######## design 1 ########
design_1/m1.png
Scale bar: 10 microns.
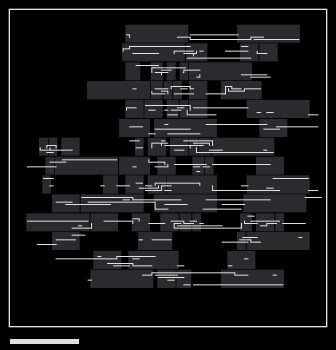
design_1/m2.png
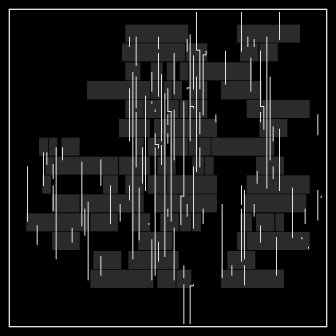
### src/rtl/xs3_pkg.sv
// Shared definitions for the serial Excess-3 decoder: bit-index state encoding
// and the code constants used by the subtractor and the range check.
package xs3_pkg;

  typedef enum logic [1:0] {
    B0 = 2'd0,
    B1 = 2'd1,
    B2 = 2'd2,
    B3 = 2'd3
  } xs3_state_t;

  localparam logic [3:0] XS3_OFFSET = 4'd3;
  localparam logic [3:0] XS3_MIN    = 4'b0011;
  localparam logic [3:0] XS3_MAX    = 4'b1100;

  // Subtrahend bit for the given bit index (bit k of XS3_OFFSET).
  function automatic logic xs3_k(input xs3_state_t st);
    return XS3_OFFSET[st];
  endfunction

endpackage

### src/rtl/xs3_serial_sub.sv
// One-bit serial borrow subtractor cell: s = x - k - bin, with borrow out.
module xs3_serial_sub (
  input  logic x,
  input  logic k,
  input  logic bin,
  output logic s,
  output logic bout
);

  always_comb begin
    s    = x ^ k ^ bin;
    bout = (~x & (k | bin)) | (k & bin);
  end

endmodule

### src/rtl/serial_xs3_decoder.sv
// Serial Excess-3 to BCD decoder, LSB first, 4 bits per digit, falling-edge clocked.
// Define XS3_ERR_COUNT_EN to add the saturating ERR_CNT invalid-digit counter.
module serial_xs3_decoder
  import xs3_pkg::*;
(
  input  logic       clk,
  input  logic       rst_n,
  input  logic       X,
  input  logic       X_VALID,
  input  logic       SYNC,
  output logic       S,
  output logic       V,
  output logic [3:0] D,
  output logic       D_VALID,
  output logic       ERR
`ifdef XS3_ERR_COUNT_EN
  ,
  output logic [7:0] ERR_CNT
`endif
);

  xs3_state_t state, state_next, cur;
  logic       borrow, borrow_in, borrow_out, k, s_raw;
  logic [2:0] shift, xin;
  logic [3:0] code;

  xs3_serial_sub u_sub (
    .x    (X),
    .k    (k),
    .bin  (borrow_in),
    .s    (s_raw),
    .bout (borrow_out)
  );

  // A valid SYNC bit is always decoded as bit 0, whatever the stored index.
  always_comb begin
    cur        = (X_VALID && SYNC) ? B0 : state;
    k          = xs3_k(cur);
    borrow_in  = (cur == B0) ? 1'b0 : borrow;
    code       = {X, xin};
    S          = X_VALID & s_raw;
    V          = X_VALID && (cur == B3) && ((code < XS3_MIN) || (code > XS3_MAX));
    state_next = state;
    if (X_VALID) begin
      case (cur)
        B0:      state_next = B1;
        B1:      state_next = B2;
        B2:      state_next = B3;
        default: state_next = B0;
      endcase
    end
  end

  always_ff @(negedge clk or negedge rst_n) begin
    if (!rst_n) begin
      state   <= B0;
      borrow  <= 1'b0;
      shift   <= '0;
      xin     <= '0;
      D       <= '0;
      D_VALID <= 1'b0;
      ERR     <= 1'b0;
    end else begin
      state   <= state_next;
      D_VALID <= X_VALID && (cur == B3);
      if (X_VALID) begin
        borrow <= borrow_out;
        if (cur == B3) begin
          D   <= {s_raw, shift};
          ERR <= V;
        end else begin
          shift[cur] <= s_raw;
          xin[cur]   <= X;
        end
      end
    end
  end

`ifdef XS3_ERR_COUNT_EN
  always_ff @(negedge clk or negedge rst_n) begin
    if (!rst_n)
      ERR_CNT <= '0;
    else if (V && (ERR_CNT != 8'd255))
      ERR_CNT <= ERR_CNT + 8'd1;
  end
`endif

endmodule

### config.mk
export PLATFORM = sky130hd
export DESIGN_NAME = serial_xs3_decoder
export DESIGN_NICKNAME = d
export VERILOG_FILES = /design/src/rtl/xs3_pkg.sv /design/src/rtl/xs3_serial_sub.sv /design/src/rtl/serial_xs3_decoder.sv
export SDC_FILE = /design/constraint.sdc
export NUM_CORES = 1
export LEC_CHECK = 0
export CORE_MARGIN = 2
export CORE_UTILIZATION = 40
export CTS_CLUSTER_DIAMETER = 60
export DETAILED_ROUTE_END_ITERATION = 8
export DONT_BUFFER_PORTS = 1
export SKIP_CTS_REPAIR_TIMING = 1
export SYNTH_ARGS = -nofsm -noshare
export SYNTH_HDL_FRONTEND = slang
export SYNTH_SLANG_ARGS = --single-unit
### constraint.sdc
create_clock -name clk -period 3.9 [get_ports clk]
set_clock_uncertainty 0.05 [all_clocks]
set_input_delay 0.78 -clock clk [delete_from_list [all_inputs] [get_ports clk]]
set_output_delay 0.78 -clock clk [all_outputs]
set_load 0.005 [all_outputs]
==> flow_metrics.tcl <==
# place-and-route summary
set metrics [dict create \
    nWellTaps 17 \
    xor_share_pct 0 \
    worst_pin_slew_ps 266 \
    ys.flop_type "dfrtn_1" \
    status "complete, but fails checks" \
    worstPathRequired_ps 3070 \
    seq-cell-share_pct 43.7 \
    die_w_microns 45.6 \
    non_clock_buffer_area_share_pct 6.99 \
    ys_cells 61 \
    grt_most_used_layer "met2" \
    top_layer "met4" \
    cp-end-kind "output pin" \
    crit_fanout 2 \
    slew_violations 0 \
    largestClassByArea "flip-flops and latches" \
    dieHeight_microns 45.6 \
    rsz0062_at_grt "yes" \
    endpoint "S" \
    worst_slack_ps -517 \
    antenna_found_initial 0 \
    wl_met2_microns 532 \
    worstSetupPathDepth 5 \
    top_cell "dfrtn_1" \
    cts_tree "built" \
    gp_congestion 0.672 \
    clk_pin_slew_worst_paths_ps 60 \
    top_area_cell "dfrtn_1" \
    peakVddDrop_mv 0.365 \
    finalHoldViolations 0 \
    failed_checks "setup timing" \
    yosysWarnings 0 \
    warning_count 31 \
    synth_area_sq_um 691 \
    diodes 0 \
    setup_viol 2 \
]
About design_1/m1.png:
wire length on this layer: 490 microns
share of all routed wire: 45%
main direction: horizontal

About design_1/m2.png:
wire length on this layer: 533 microns
nets with wire on the layer: 63
share of all routed wire: 49%
main direction: vertical
longest straight run: 26.9 microns

## where the power goes
part	internal [mW]	total, mW	switching, mW
logic	0.110	0.202	0.0916
registers	0.227	0.271	0.0436
clock network	0.0397	0.0872	0.0475
total	0.377	0.560	0.183
## stage by stage
stage,instances,area (sq um),hold WS [ps]
after floorplan,61,734,353
after global placement,84,797,369
after detailed placement,84,797,383
after CTS,88,823,384
after global routing,89,860,421
final,89,860,384
## flip-flops by register name (all words and copies together), names as in the netlist
signal	cells
xin	3
ERR	1
state	2
shift	3
D	4
borrow	1
D_VALID	1

######## design 2 ########
==> src/rtl/clock_div_ctrl.sv <==
// Programmable clock divider: emits a 50% duty divided clock plus a one-cycle tick per toggle.
// Half-period changes arrive over a valid/ready handshake and are applied only at period ends.
module clock_div_ctrl #(
  parameter int COUNT_WIDTH  = 17,
  parameter int DEFAULT_HALF = 50000
) (
  input  logic                   clock,
  input  logic                   reset,
  input  logic                   enable,
  input  logic                   cfg_valid,
  input  logic [COUNT_WIDTH-1:0] cfg_half,
  output logic                   cfg_ready,
  output logic                   div_clock,
  output logic                   tick,
  output logic [COUNT_WIDTH-1:0] active_half,
  output logic                   busy
);

  typedef enum logic [1:0] {IDLE, RUN, STOP} state_t;

  localparam logic [COUNT_WIDTH-1:0] DEF_HALF = COUNT_WIDTH'(DEFAULT_HALF);
  localparam logic [COUNT_WIDTH-1:0] ONE      = COUNT_WIDTH'(1);

  state_t                 state_q, state_d;
  logic [COUNT_WIDTH-1:0] cnt_q, cnt_d;
  logic                   div_q, div_d;
  logic                   tick_q, tick_d;
  logic [COUNT_WIDTH-1:0] active_q, active_d;
  logic                   pend_q, pend_d;
  logic [COUNT_WIDTH-1:0] pend_half_q, pend_half_d;

  logic last_cnt;
  logic fall;
  logic accept;

  assign last_cnt = (cnt_q == active_q - ONE);
  assign fall     = last_cnt && div_q;
  assign accept   = cfg_valid && !pend_q;

  always_comb begin
    state_d     = state_q;
    cnt_d       = cnt_q;
    div_d       = div_q;
    tick_d      = 1'b0;
    active_d    = active_q;
    pend_d      = pend_q;
    pend_half_d = pend_half_q;

    case (state_q)
      IDLE: begin
        cnt_d = '0;
        div_d = 1'b0;
        if (pend_q) begin
          active_d = pend_half_q;
          pend_d   = 1'b0;
        end
        if (enable) state_d = RUN;
      end
      RUN, STOP: begin
        if (last_cnt) begin
          cnt_d  = '0;
          div_d  = !div_q;
          tick_d = 1'b1;
        end else begin
          cnt_d = cnt_q + ONE;
        end
        // A pending ratio only lands at the end of a full period, so no runt phases.
        if (fall && pend_q) begin
          active_d = pend_half_q;
          pend_d   = 1'b0;
        end
        if (state_q == RUN) begin
          if (!enable) begin
            if (div_q) begin
              state_d = fall ? IDLE : STOP;
            end else begin
              // Low phase may be cut short; a high phase never is.
              state_d = IDLE;
              cnt_d   = '0;
              div_d   = 1'b0;
              tick_d  = 1'b0;
            end
          end
        end else if (fall) begin
          state_d = enable ? RUN : IDLE;
        end
      end
      default: state_d = IDLE;
    endcase

    // Acceptance is gated by the registered flag, so it never collides with an apply.
    if (accept) begin
      pend_d      = 1'b1;
      pend_half_d = (cfg_half == '0) ? ONE : cfg_half;
    end
  end

  always_ff @(posedge clock) begin
    if (reset) begin
      state_q     <= IDLE;
      cnt_q       <= '0;
      div_q       <= 1'b0;
      tick_q      <= 1'b0;
      active_q    <= DEF_HALF;
      pend_q      <= 1'b0;
      pend_half_q <= DEF_HALF;
    end else begin
      state_q     <= state_d;
      cnt_q       <= cnt_d;
      div_q       <= div_d;
      tick_q      <= tick_d;
      active_q    <= active_d;
      pend_q      <= pend_d;
      pend_half_q <= pend_half_d;
    end
  end

  assign cfg_ready   = !pend_q;
  assign div_clock   = div_q;
  assign tick        = tick_q;
  assign active_half = active_q;
  assign busy        = (state_q != IDLE);

endmodule

==> config.mk <==
export PLATFORM = sky130hd
export DESIGN_NAME = clock_div_ctrl
export DESIGN_NICKNAME = d
export VERILOG_FILES = /design/src/rtl/clock_div_ctrl.sv
export SDC_FILE = /design/constraint.sdc
export NUM_CORES = 1
export LEC_CHECK = 0
export CORE_UTILIZATION = 50
export DETAILED_ROUTE_END_ITERATION = 16
export PLACE_DENSITY_LB_ADDON = 0.1
export SYNTH_ARGS = -nofsm -noshare
export SYNTH_HDL_FRONTEND = slang
export SYNTH_SLANG_ARGS = --single-unit
export TNS_END_PERCENT = 5
==> constraint.sdc <==
create_clock -name clock -period 4.46 [get_ports clock]
set_clock_uncertainty 0.1 [all_clocks]
set_input_delay 0.892 -clock clock [delete_from_list [all_inputs] [get_ports clock]]
set_output_delay 0.892 -clock clock [all_outputs]
set_load 0.05 [all_outputs]
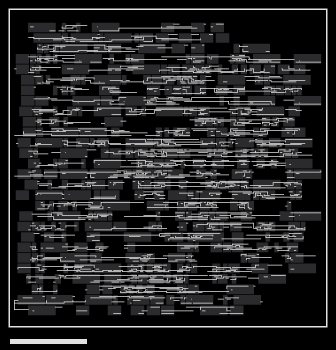
design_2/m1.png
Scale bar: 20 microns.
longest straight run: 28.1 microns
share of all routed wire: 49%
DRT Wirelength: 7.00 mm
met1 Use GR: 30.7%
routed vias: 2829

==> flow_metrics.tcl <==
# place-and-route summary
set metrics [dict create \
    power_frac_clock_pct 19.3 \
    drtAntennaViolNets 0 \
    common_cells "56 x dfxtp_1, 51 x nand2_1, 35 x nor2_1" \
    hold_path.class "reg -> reg" \
    yosysWarnings 0 \
    dieHeight_microns 82.1 \
    cp-end-kind "register" \
    fin_util_pct 61.1 \
    dp_hpwl_mm 5.24 \
    rsz0062_at_grt "no" \
    syn-instance-count 394 \
    worstPathRequired_ps 4570 \
    peakVddDrop_mv 0.252 \
    status "finished clean" \
    finalHoldViolations 0 \
    synth.mux.area_fraction_pct 4.72 \
    grt_most_used_layer "met2" \
    r2r_end "active_half[14]$_SDFFE_PP1P_" \
    rr_startpoint "active_half[0]$_SDFFE_PP0P_" \
]
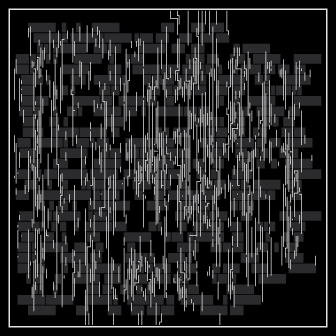
design_2/m2.png
share of all routed wire: 47%
wire length on this layer: 3260 microns
main direction: vertical

area by class of cell:
cell class                 instances  area [sq um]  share of cell area, %
inverter                          16          60.1                   1.62
clock buffer                       5          68.8                   1.86
clock inverter                     3          21.3                  0.575
tap                               75          93.8                   2.54
timing repair buffer              43           425                   11.5
sequential                        56          1120                   30.3
multi-input combinational        300          1910                   51.6
state kept, by name, summed over array words and instances, names as in the netlist:
name,flops
pend_q,1
active_half,17
tick,1
pend_half_q,17
div_clock,1
cnt_q,17
state_q,2


==> gallery <==
Sequential cells colored by netlist name.
Other sequential cells in the stronger gray, the rest of the logic in the fainter gray.
image #1
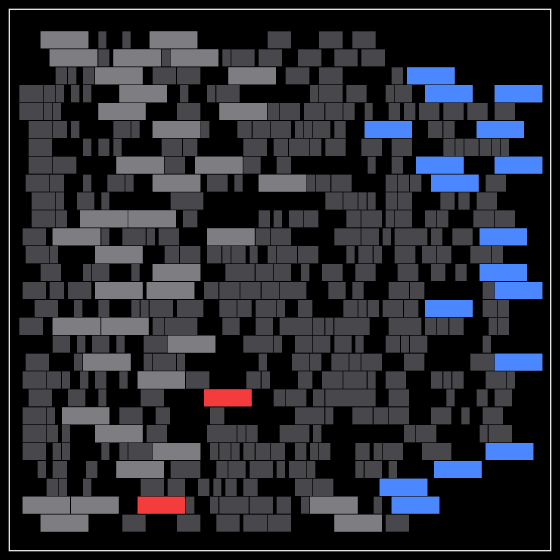
image #2
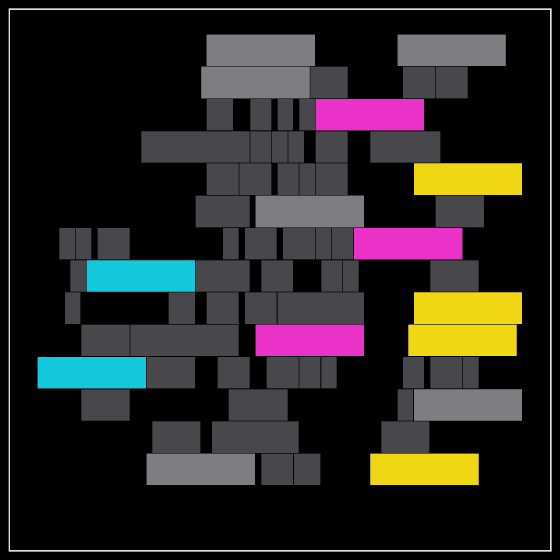
design 2 -> image #1
design 1 -> image #2
- most sequential cells: image #1

Power is estimated from default activity; no workload was simulated.
